==================== iter_sequencer
**iter_sequencer: I/O pins on the die edge**

Scale: 6 px per um. Pins as bars across the die edge, other pins in grey.
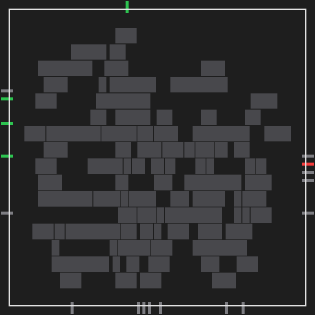

$ cat src/rtl/iter_sequencer.sv
// Iteration sequencer: steps an index from 0 to a latched limit,
// one-shot or wrapping, with a registered completion pulse.
module iter_sequencer #(
    parameter int CNT_WIDTH = 4
) (
    input  logic                 clock,
    input  logic                 reset,
    input  logic                 start,
    input  logic                 abort,
    input  logic                 enable,
    input  logic [CNT_WIDTH-1:0] niter,
    input  logic                 mode,
    output logic [CNT_WIDTH-1:0] count,
    output logic                 busy,
    output logic                 first,
    output logic                 last,
    output logic                 done
);

    typedef enum logic {
        IDLE = 1'b0,
        RUN  = 1'b1
    } state_t;

    state_t               r_state;
    state_t               w_state_nxt;
    logic [CNT_WIDTH-1:0] r_count;
    logic [CNT_WIDTH-1:0] w_count_nxt;
    logic [CNT_WIDTH-1:0] r_lim;
    logic [CNT_WIDTH-1:0] w_lim_nxt;
    logic                 r_mode;
    logic                 w_mode_nxt;
    logic                 r_done;
    logic                 w_done_nxt;
    logic                 w_at_lim;

    assign w_at_lim = (r_count == r_lim);

    always_ff @(posedge clock or negedge reset) begin
        if (!reset) begin
            r_state <= IDLE;
            r_count <= '0;
            r_lim   <= '0;
            r_mode  <= 1'b0;
            r_done  <= 1'b0;
        end else begin
            r_state <= w_state_nxt;
            r_count <= w_count_nxt;
            r_lim   <= w_lim_nxt;
            r_mode  <= w_mode_nxt;
            r_done  <= w_done_nxt;
        end
    end

    // Priority is abort > start > enable, in either state.
    always_comb begin
        w_state_nxt = r_state;
        w_count_nxt = r_count;
        w_lim_nxt   = r_lim;
        w_mode_nxt  = r_mode;
        w_done_nxt  = 1'b0;
        if (abort) begin
            w_state_nxt = IDLE;
            w_count_nxt = '0;
        end else if (start) begin
            w_state_nxt = RUN;
            w_count_nxt = '0;
            w_lim_nxt   = niter;
            w_mode_nxt  = mode;
        end else if (r_state == RUN && enable) begin
            if (!w_at_lim) begin
                w_count_nxt = r_count + 1'b1;
            end else if (r_mode) begin
                w_count_nxt = '0;
                w_done_nxt  = 1'b1;
            end else begin
                w_state_nxt = IDLE;
                w_done_nxt  = 1'b1;
            end
        end
    end

    assign count = r_count;
    assign done  = r_done;
    assign busy  = (r_state == RUN);
    assign first = busy && (r_count == '0);
    assign last  = busy && w_at_lim;

endmodule
$ cat config.mk
export PLATFORM = sky130hd
export DESIGN_NAME = iter_sequencer
export DESIGN_NICKNAME = d
export VERILOG_FILES = /design/src/rtl/iter_sequencer.sv
export SDC_FILE = /design/constraint.sdc
export NUM_CORES = 1
export LEC_CHECK = 0
export CAP_MARGIN = 10
export CORE_MARGIN = 2
export CORE_UTILIZATION = 30
export DETAILED_ROUTE_END_ITERATION = 10
export GPL_TIMING_DRIVEN = 0
export MAX_ROUTING_LAYER = met4
export PLACE_DENSITY_LB_ADDON = 0.3
export SYNTH_ARGS = -nofsm -noshare
export SYNTH_HDL_FRONTEND = slang
export SYNTH_SLANG_ARGS = --single-unit
$ cat constraint.sdc
create_clock -name clock -period 1.6 [get_ports clock]
set_input_delay 0.24 -clock clock [delete_from_list [all_inputs] [get_ports clock]]
set_output_delay 0.24 -clock clock [all_outputs]
set_load 0.01 [all_outputs]
==================== recovery_phase_controller
File: src/rtl/recovery_phase_controller.sv
// Recovery phase sequencer: accepts a commit- or execute-stage recovery request,
// flushes the active list COMMIT_WIDTH entries per cycle, then returns to COMMIT.
module recovery_phase_controller #(
    parameter int COMMIT_WIDTH       = 2,
    parameter int AL_COUNT_WIDTH     = 7,
    parameter int REFETCH_TYPE_WIDTH = 3,
    parameter int EXEC_STATE_WIDTH   = 4
) (
    input  logic                                clk,
    input  logic                                rst,
    input  logic                                exceptionDetectedInCommitStage,
    input  logic [REFETCH_TYPE_WIDTH-1:0]       refetchTypeFromCommitStage,
    input  logic [EXEC_STATE_WIDTH-1:0]         recoveryCauseFromCommitStage,
    input  logic                                exceptionDetectedInExecStage,
    input  logic [REFETCH_TYPE_WIDTH-1:0]       refetchTypeFromExecStage,
    input  logic [AL_COUNT_WIDTH-1:0]           activeListValidCount,
    input  logic                                storeCommitterBusy,
    output logic [1:0]                          phase,
    output logic                                unableToStartRecovery,
    output logic                                toRecoveryPhase,
    output logic [$clog2(COMMIT_WIDTH):0]       flushNum,
    output logic [REFETCH_TYPE_WIDTH-1:0]       recoveryRefetchType,
    output logic [EXEC_STATE_WIDTH-1:0]         recoveryCause,
    output logic                                recoveredFromCommit
);

    localparam int FLUSH_WIDTH = $clog2(COMMIT_WIDTH) + 1;
    localparam logic [AL_COUNT_WIDTH-1:0] COMMIT_WIDTH_AL = AL_COUNT_WIDTH'(COMMIT_WIDTH);

    typedef enum logic [1:0] {
        COMMIT    = 2'd0,
        RECOVER_0 = 2'd1,
        RECOVER_1 = 2'd2
    } phase_e;

    phase_e                            phase_r;
    phase_e                            phaseNext_s;
    logic [AL_COUNT_WIDTH-1:0]         remaining_r;
    logic [AL_COUNT_WIDTH-1:0]         remainingNext_s;
    logic [AL_COUNT_WIDTH-1:0]         flushCount_s;
    logic                              toRecovery_r;
    logic                              toRecoveryNext_s;
    logic [REFETCH_TYPE_WIDTH-1:0]     refetchType_r;
    logic [REFETCH_TYPE_WIDTH-1:0]     refetchTypeNext_s;
    logic [EXEC_STATE_WIDTH-1:0]       cause_r;
    logic [EXEC_STATE_WIDTH-1:0]       causeNext_s;
    logic                              fromCommit_r;
    logic                              fromCommitNext_s;
    logic                              acceptCommit_s;
    logic                              acceptExec_s;

    function automatic logic [AL_COUNT_WIDTH-1:0] minCommitWidth(
        input logic [AL_COUNT_WIDTH-1:0] count
    );
        if (count > COMMIT_WIDTH_AL) begin
            return COMMIT_WIDTH_AL;
        end else begin
            return count;
        end
    endfunction

    assign unableToStartRecovery = (phase_r != COMMIT) || storeCommitterBusy;
    // The commit request is older than any execute request, so it always wins.
    assign acceptCommit_s = !unableToStartRecovery && exceptionDetectedInCommitStage;
    assign acceptExec_s   = !unableToStartRecovery && !exceptionDetectedInCommitStage
                            && exceptionDetectedInExecStage;

    // Flush amount depends only on registered state, never on the request inputs.
    always_comb begin
        flushCount_s = {AL_COUNT_WIDTH{1'b0}};
        if (phase_r == RECOVER_0) begin
            flushCount_s = minCommitWidth(remaining_r);
        end else begin
            flushCount_s = {AL_COUNT_WIDTH{1'b0}};
        end
    end

    // Next-state and next-register computation for the recovery sequence.
    always_comb begin
        phaseNext_s       = phase_r;
        remainingNext_s   = remaining_r;
        toRecoveryNext_s  = 1'b0;
        refetchTypeNext_s = refetchType_r;
        causeNext_s       = cause_r;
        fromCommitNext_s  = fromCommit_r;
        case (phase_r)
            COMMIT: begin
                if (acceptCommit_s) begin
                    phaseNext_s       = RECOVER_0;
                    remainingNext_s   = activeListValidCount;
                    toRecoveryNext_s  = 1'b1;
                    refetchTypeNext_s = refetchTypeFromCommitStage;
                    causeNext_s       = recoveryCauseFromCommitStage;
                    fromCommitNext_s  = 1'b1;
                end else if (acceptExec_s) begin
                    phaseNext_s       = RECOVER_0;
                    remainingNext_s   = activeListValidCount;
                    toRecoveryNext_s  = 1'b1;
                    refetchTypeNext_s = refetchTypeFromExecStage;
                    causeNext_s       = {EXEC_STATE_WIDTH{1'b0}};
                    fromCommitNext_s  = 1'b0;
                end else begin
                    phaseNext_s = COMMIT;
                end
            end
            RECOVER_0: begin
                remainingNext_s = remaining_r - flushCount_s;
                if (remaining_r <= COMMIT_WIDTH_AL) begin
                    phaseNext_s = RECOVER_1;
                end else begin
                    phaseNext_s = RECOVER_0;
                end
            end
            RECOVER_1: begin
                phaseNext_s = COMMIT;
            end
            default: begin
                phaseNext_s     = COMMIT;
                remainingNext_s = {AL_COUNT_WIDTH{1'b0}};
            end
        endcase
    end

    // State and latched-recovery-info registers.
    always_ff @(posedge clk or negedge rst) begin
        if (!rst) begin
            phase_r       <= COMMIT;
            remaining_r   <= {AL_COUNT_WIDTH{1'b0}};
            toRecovery_r  <= 1'b0;
            refetchType_r <= {REFETCH_TYPE_WIDTH{1'b0}};
            cause_r       <= {EXEC_STATE_WIDTH{1'b0}};
            fromCommit_r  <= 1'b0;
        end else begin
            phase_r       <= phaseNext_s;
            remaining_r   <= remainingNext_s;
            toRecovery_r  <= toRecoveryNext_s;
            refetchType_r <= refetchTypeNext_s;
            cause_r       <= causeNext_s;
            fromCommit_r  <= fromCommitNext_s;
        end
    end

    assign phase               = phase_r;
    assign toRecoveryPhase     = toRecovery_r;
    assign flushNum            = FLUSH_WIDTH'(flushCount_s);
    assign recoveryRefetchType = refetchType_r;
    assign recoveryCause       = cause_r;
    assign recoveredFromCommit = fromCommit_r;

endmodule
File: config.mk
export PLATFORM = sky130hd
export DESIGN_NAME = recovery_phase_controller
export DESIGN_NICKNAME = d
export VERILOG_FILES = /design/src/rtl/recovery_phase_controller.sv
export SDC_FILE = /design/constraint.sdc
export NUM_CORES = 1
export LEC_CHECK = 0
export ABC_AREA = 1
export CAP_MARGIN = 20
export CORE_MARGIN = 1.5
export CORE_UTILIZATION = 46
export CTS_BUF_LIST = sky130_fd_sc_hd__clkbuf_16
export DETAILED_ROUTE_END_ITERATION = 12
export PLACE_DENSITY = 0.84
export SYNTH_ARGS = -nofsm -noshare
export SYNTH_HDL_FRONTEND = slang
export SYNTH_SLANG_ARGS = --single-unit
File: constraint.sdc
create_clock -name clk -period 2.1 [get_ports clk]
set_input_delay 0.525 -clock clk [delete_from_list [all_inputs] [get_ports clk]]
set_output_delay 0.525 -clock clk [all_outputs]
set_load 0.02 [all_outputs]
==================== truth_table_sequencer
`src/rtl/truth_table_sequencer.sv`:
```
// truth_table_sequencer: exhaustive truth-table stimulus and checker
// for the f/g/h lab blocks. Optional: TTSEQ_FAILMASK_EN adds fail_mask.
module truth_table_sequencer #(
  parameter int unsigned SETTLE = 1
) (
  input  logic        clk,
  input  logic        rst_n,
  input  logic        start,
  input  logic [1:0]  sel,
  input  logic        dut_f,
  input  logic        dut_g,
  input  logic        dut_h,
  output logic [3:0]  stim,
  output logic        busy,
  output logic        done,
  output logic        fail,
  output logic [4:0]  err_cnt,
  output logic [3:0]  first_fail_idx
`ifdef TTSEQ_FAILMASK_EN
  ,
  output logic [15:0] fail_mask
`endif
);

  typedef enum logic [1:0] {
    IDLE,
    DRIVE,
    CHECK,
    DONE
  } state_t;

  localparam logic [3:0] LP_CNT_LAST = 4'(SETTLE - 1);

  state_t     r_state;
  logic [3:0] r_idx;
  logic [1:0] r_sel;
  logic [3:0] r_cnt;
  logic [3:0] r_stim;
  logic       r_busy;
  logic       r_done;
  logic       r_fail;
  logic [4:0] r_err;
  logic [3:0] r_first;
`ifdef TTSEQ_FAILMASK_EN
  logic [15:0] r_mask;
`endif

  logic [3:0] w_last_idx;
  logic [3:0] w_next_idx;
  logic [3:0] w_next_stim;
  logic       w_a;
  logic       w_b;
  logic       w_c;
  logic       w_d;
  logic       w_gf;
  logic       w_gg;
  logic       w_gh;
  logic       w_bad;

  // Place index bits onto {a,b,c,d} for the selected target width.
  function automatic logic [3:0] f_map(
    input logic [3:0] idx,
    input logic [1:0] s
  );
    logic [3:0] v;
    v = idx;
    unique case (s)
      2'd0:    v = {idx[1:0], 2'b00};
      2'd1:    v = {idx[2:0], 1'b0};
      default: v = idx;
    endcase
    return v;
  endfunction

  // Golden model, vector bounds and the per-vector verdict.
  always_comb begin
    w_a = r_stim[3];
    w_b = r_stim[2];
    w_c = r_stim[1];
    w_d = r_stim[0];
    w_gf = w_a ^ w_b;
    w_gg = (w_a & w_b) | (w_a & w_c) | (w_b & w_c);
    w_gh = w_d | (w_c & ~(w_a & w_b));
    w_last_idx = 4'd15;
    w_bad = 1'b0;
    unique case (r_sel)
      2'd0: begin
        w_last_idx = 4'd3;
        w_bad = dut_f != w_gf;
      end
      2'd1: begin
        w_last_idx = 4'd7;
        w_bad = dut_g != w_gg;
      end
      2'd2: begin
        w_bad = dut_h != w_gh;
      end
      default: begin
        w_bad = (dut_f != w_gf) | (dut_g != w_gg)
              | (dut_h != w_gh);
      end
    endcase
    w_next_idx = r_idx + 4'd1;
    w_next_stim = f_map(w_next_idx, r_sel);
  end

  // Sequencer FSM with registered outputs and result registers.
  always_ff @(posedge clk or negedge rst_n) begin
    if (!rst_n) begin
      r_state <= IDLE;
      r_idx   <= '0;
      r_sel   <= '0;
      r_cnt   <= '0;
      r_stim  <= '0;
      r_busy  <= 1'b0;
      r_done  <= 1'b0;
      r_fail  <= 1'b0;
      r_err   <= '0;
      r_first <= '0;
`ifdef TTSEQ_FAILMASK_EN
      r_mask  <= '0;
`endif
    end else begin
      unique case (r_state)
        IDLE: begin
          r_done <= 1'b0;
          if (start) begin
            r_state <= DRIVE;
            r_idx   <= '0;
            r_sel   <= sel;
            r_cnt   <= '0;
            r_stim  <= '0;
            r_busy  <= 1'b1;
            r_fail  <= 1'b0;
            r_err   <= '0;
            r_first <= '0;
`ifdef TTSEQ_FAILMASK_EN
            r_mask  <= '0;
`endif
          end
        end
        DRIVE: begin
          if (r_cnt == LP_CNT_LAST) begin
            r_cnt   <= '0;
            r_state <= CHECK;
          end else begin
            r_cnt <= r_cnt + 4'd1;
          end
        end
        CHECK: begin
          if (w_bad) begin
            r_err <= r_err + 5'd1;
            if (!r_fail) begin
              r_fail  <= 1'b1;
              r_first <= r_idx;
            end
`ifdef TTSEQ_FAILMASK_EN
            r_mask[r_idx] <= 1'b1;
`endif
          end
          if (r_idx == w_last_idx) begin
            r_state <= DONE;
            r_done  <= 1'b1;
          end else begin
            r_idx   <= w_next_idx;
            r_stim  <= w_next_stim;
            r_state <= DRIVE;
          end
        end
        default: begin
          r_done  <= 1'b0;
          r_busy  <= 1'b0;
          r_state <= IDLE;
        end
      endcase
    end
  end

  assign stim           = r_stim;
  assign busy           = r_busy;
  assign done           = r_done;
  assign fail           = r_fail;
  assign err_cnt        = r_err;
  assign first_fail_idx = r_first;
`ifdef TTSEQ_FAILMASK_EN
  assign fail_mask      = r_mask;
`endif

endmodule

```
`config.mk`:
```
export PLATFORM = sky130hd
export DESIGN_NAME = truth_table_sequencer
export DESIGN_NICKNAME = d
export VERILOG_FILES = /design/src/rtl/truth_table_sequencer.sv
export SDC_FILE = /design/constraint.sdc
export NUM_CORES = 1
export LEC_CHECK = 0
export ABC_AREA = 0
export CAP_MARGIN = 40
export CORE_UTILIZATION = 37
export DETAILED_ROUTE_END_ITERATION = 10
export GPL_TIMING_DRIVEN = 0
export SETUP_SLACK_MARGIN = 0.3
export SYNTH_ARGS = -nofsm -noshare
export SYNTH_HDL_FRONTEND = slang
export SYNTH_SLANG_ARGS = --single-unit
```
`constraint.sdc`:
```
create_clock -name clk -period 2.1 [get_ports clk]
set_clock_uncertainty 0.1 [all_clocks]
set_input_delay 0.525 -clock clk [delete_from_list [all_inputs] [get_ports clk]]
set_output_delay 0.525 -clock clk [all_outputs]
set_load 0.1 [all_outputs]
```

==> notes/layouts.md <==
Pictures saved along the way, in no particular order.

Routed clock nets over the placement.
(a)
Scale: 8 px per um.
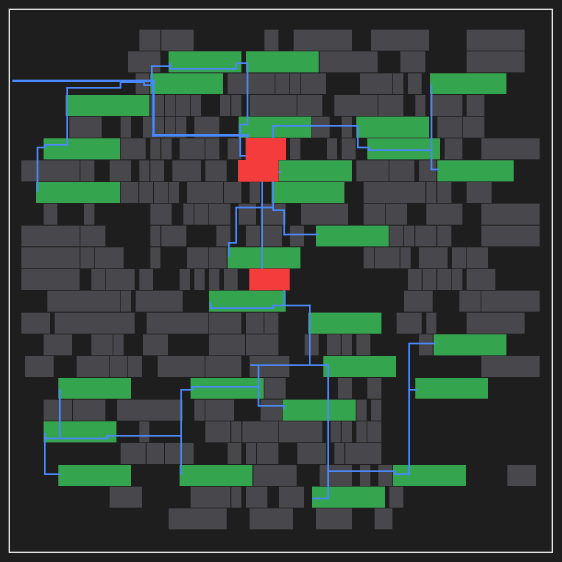
(b)
Scale: 12 px per um.
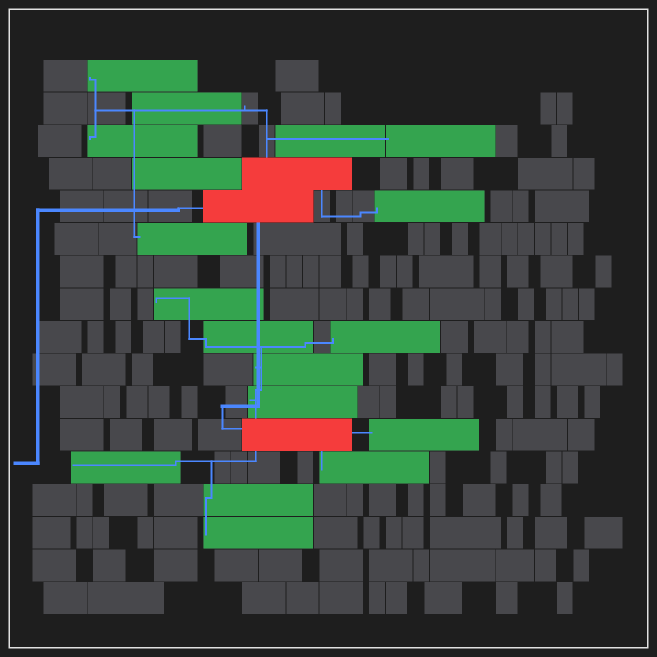
(c)
Scale: 12 px per um.
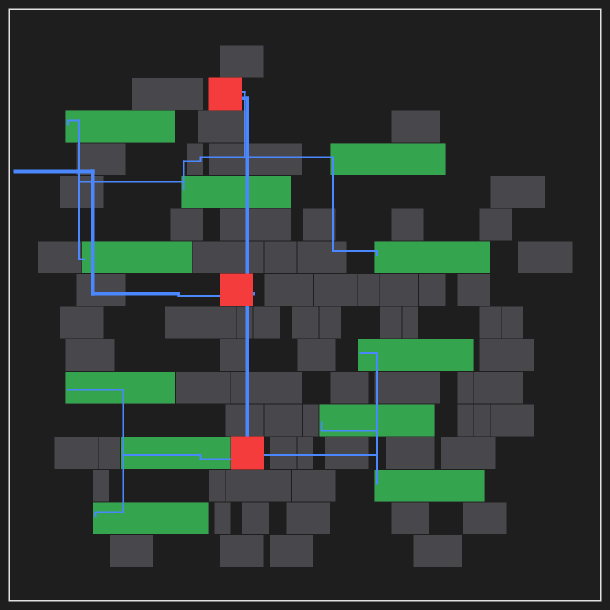
(a) is truth_table_sequencer.
(c) is iter_sequencer.
(b) is recovery_phase_controller.

Key to (c):
- clock drivers: red (count 3)
- flip-flops: green (count 11)
- clock wires: blue (length 173 um)
- routed clock nets: 4

**iter_sequencer: placed cells, one colour a class**

Scale: 8 px per um. Fill, decap, tap and diode cells in grey.
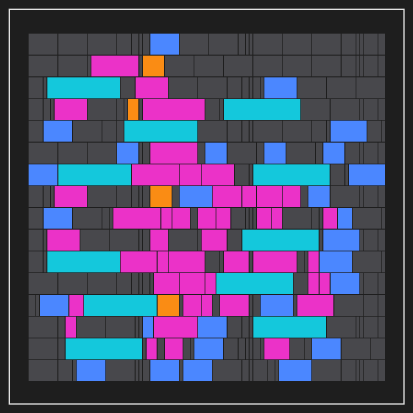
- clock drivers and dummy loads: orange (cells 4)
- sequential cells: cyan (cells 11)
- remaining buffers and delay cells: blue (cells 27)
- combinational and other logic: magenta (cells 45)

About 'I/O pins on the die edge' of iter_sequencer:
- `first`: red (pins 1; direction output; edge right)
- `niter`: green (pins 4; direction input; edge 3 left, 1 top)

==> flow_summary.yaml, iter_sequencer <==
# generated from flow reports
outcome:
  status: "finished, violations left"
  failed_checks: "negative setup slack"
setup_path:
  arrival_ns: 1.48
  cp-endpoint: "last"
  worstSetupPathType: "register to primary output"
  cp_max_fo: 6
  cp-end-kind: "primary output"
  critPathBufInv: 1
  crit_path_top_delay_cell: "dfrtp_2"
  regToRegStartpoint: "count[2]"
  required_ns: 1.36
clock_tree:
  hold_buffers: 0
  root_buffer: "clkbuf_4"
  cts-htree-levels: 1
  cts_setup_buffers: 6
  ctsResizeCount: 19
final_layout:
  stdcell_count: 114
  final_util: 0.511
  stdcell_area_sq_um: 992
  num-nonclk-buffers: 27
  inv_count: 3
  logic_area_sq_um: 379
  lay_top_cells: "clkdlybuf4s50_1 (12), dfrtp_1 (6), dfrtp_2 (5), buf_6 (5), buf_4 (5)"
  final_common_cell: "clkdlybuf4s50_1"
  diodes: 0
  fillers: 189
power:
  swShare: 0.279
  seqPwrFrac: 0.483
  ir_worst_vdd_mv: 0.397
  p_seq_uw: 322
  power_clock_uw: 195
final_timing:
  fin_hold_ws_ns: 0.298
  finalCritPeriodShare: 1.08
  fmax_ghz: 0.581
  fin_skew_ns: 0.00135
  min_period_ns: 1.72
  maxSlewViolCount: 0
  finalSetupViolCount: 2
  tightest_slew_ns: 0.499
  fin_ws_ns: -0.123
synth:
  async_flop_share: 1.00
  largest_area_cell: "dfrtp_1"
  synth-main-ff-cell: "dfrtp_1"
  ys_sh_simple: 0.241
  postSynthAreaPerCell_sq_um: 10.7
  most_common_cell: "dfrtp_1"
  logic_family: "simple AND/OR/NAND/NOR gates"
  xor_area_frac: 0.0573
  synth-adder-area-share: 0.0409
  ys_types: 28
  netlist_instances: 57
routing:
  postRouteAntennaNets: 0
  drc_errors: 0
floorplanning:
  rows: 16
  fp_util: 0.315
  chip_area_sq_um: 2420
worst_hold_path:
  min_path_type: "input port to async pin"
run:
  maxCapViolCount: 0
  warning_count: 29
global_route:
  overflow: 0
  first_global_vias: 532
  busiest_layer: "met2"
  grt_use_met3: 0.0184
placed_design:
  place_ws_ns: -0.625
  numPortBuffers: 17
  postPlaceCellArea_sq_um: 816
  gp_congestion: 0.732
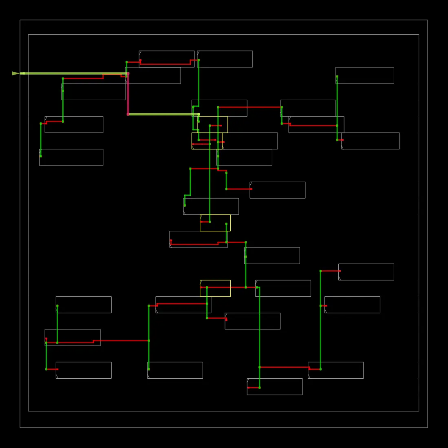
**Above:** truth_table_sequencer (clock wiring as the flow saved it).
CTS Buf Count: 3
clock buf count: 4
seq_cells: 28

==> flow_summary.yaml, truth_table_sequencer <==
# generated from flow reports
global_route:
  first_global_vias: 1566
  overflow: 0
  antenna_found_initial: 0
  globalRouteMet2Util: 0.356
final_timing:
  maxSlewViolCount: 0
  fin_hold_ws_ns: 0.418
  fin_ws_ns: 0.148
  finalCritPeriodShare: 0.930
  fmax_ghz: 0.512
  finalSetupTns_ns: 0
  tightest_slew_ns: 0.734
  finalSetupViolCount: 0
final_layout:
  area_growth_pct: 59.6
  layout.nets: 251
  largest_reg_flops: 5
  sh_comb_area: 0.380
  stdcell_area_sq_um: 2550
  final_common_cell: "nand2_1"
  dominant_cells: "combinational gates"
  stdcell_count: 283
  drive_above_1_share: 0.369
power:
  p_seq_uw: 811
  clockPowerShare: 0.093
  p_per_area_nw_per_um2: 1390
  p_int_uw: 1900
clock_tree:
  hold_buffers: 0
  clk_latency_ns: 0.27
  cts_setup_buffers: 12
routing:
  wl_met2_um: 2050
  firstDrtPassIters: 4
  top_layer: "met4"
  wl_met1_um: 1740
synth:
  synth_top_area_share: 0.439
  ys_cells: 173
  ys_sh_simple: 0.214
  synth-edff-count: 0
  ys_types: 33
  postSynthAreaPerCell_sq_um: 9.23
  fp_nets: 190
  top_cells_by_count: "nand2_1 (38), dfrtp_1 (28), o21ai_0 (18)"
  ys.flops: 28
worst_hold_path:
  min_path_type: "register to register"
  hold_depth: 2
floorplanning:
  fp.dieW_um: 67.7
  rows: 23
  core_area_sq_um: 4060
placed_design:
  gp_congestion: 0.802
  postPlaceCellArea_sq_um: 2180
  dp_cells: 263
setup_path:
  crit_cells: 7
  crit_path_top_delay_cell: "dfrtp_4"
run:
  warning_count: 33
outcome:
  status: "finished, final reports clean"
**recovery_phase_controller: I/O pins on the die edge**

Scale: 4 px per um. Pins as bars across the die edge, other pins in grey.
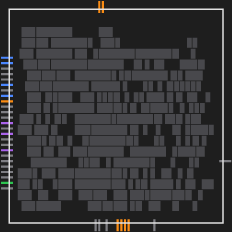
- `refetchTypeFromCommitStage`: purple (pins 3; direction input; edge left)
- `activeListValidCount`: orange (pins 7; direction input; edge 4 bottom, 2 top, 1 left)
- `recoveryCauseFromCommitStage`: blue (pins 4; direction input; edge left)
- `recoveredFromCommit`: green (pins 1; direction output; edge left)
- all pins by edge: 25 left, 8 bottom, 2 top, 1 right

**recovery_phase_controller: placed cells, one colour a class**

Scale: 8 px per um. Fill, decap, tap and diode cells in grey.
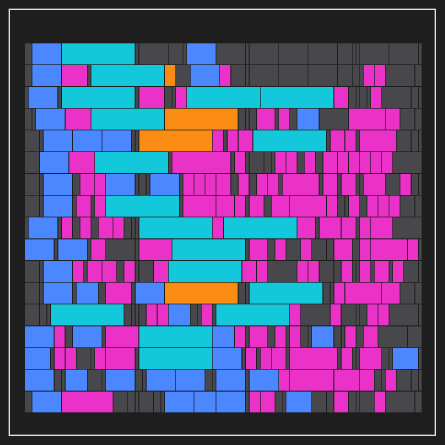
- clock drivers and dummy loads: orange (cells 4)
- remaining buffers and delay cells: blue (cells 42)
- combinational and other logic: magenta (cells 129)
- sequential cells: cyan (cells 18)
core area: 2300 sq um
row count: 17
final instance area: 1680 sq um
Seq/total area: 0.268

==> flow_summary.yaml, recovery_phase_controller <==
# generated from flow reports
final_timing:
  fmax_ghz: 0.504
  finalSetupViolCount: 0
final_layout:
  lay_top_cells: "nand2_1 (33), clkdlybuf4s50_1 (32), inv_1 (22), dfrtp_1 (18), nor2_1 (13)"
  stdcell_count: 221
  area_growth_pct: 45.4
  largest_reg_flops: 7
outcome:
  status: "finished, final reports clean"
global_route:
  grt_first_pass_wirelength_um: 4240
  grt_max_degree: 19
  use_met1: 0.232
setup_path:
  reg2reg_depth: 13
  cp-end-kind: "register"
routing:
  avgViaCountPerCell: 4.96
  vias: 1096
  wl_met2_um: 1240
synth:
  synth-main-ff-cell: "dfrtp_1"
  postSynthAreaPerCell_sq_um: 8.01
  logic_family: "simple AND/OR/NAND/NOR gates"
  ys_types: 28
clock_tree:
  cts_sinks: 18
power:
  p_int_uw: 1300
  swShare: 0.421
worst_hold_path:
  hold_start: "recoveredFromCommit"
placed_design:
  postPlaceCellArea_sq_um: 1590


==> notes/layouts.md <==
Pictures saved along the way, in no particular order.

M2 wires.
Plate I
Scale: 6 px per um.
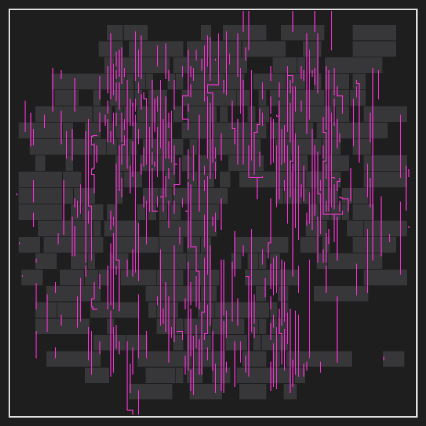
Plate II
Scale: 8 px per um.
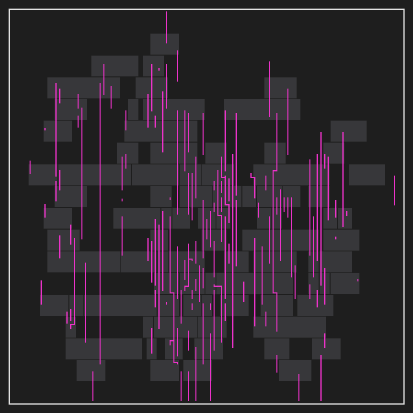
Plate III
Scale: 8 px per um.
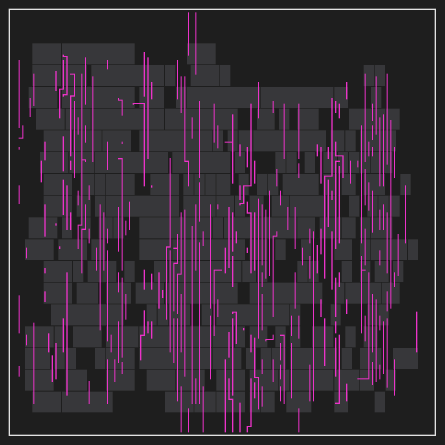
truth_table_sequencer: Plate I
iter_sequencer: Plate II
recovery_phase_controller: Plate III
Of these, largest die: Plate I
Of these, smallest die: Plate II

Key to Plate II:
- share of all routed wire: 47%
- nets with wire on the layer: 91
- main direction: vertical
- longest straight run: 35.0 um

Power figures rest on the tool's default switching activity, not on a simulated workload.
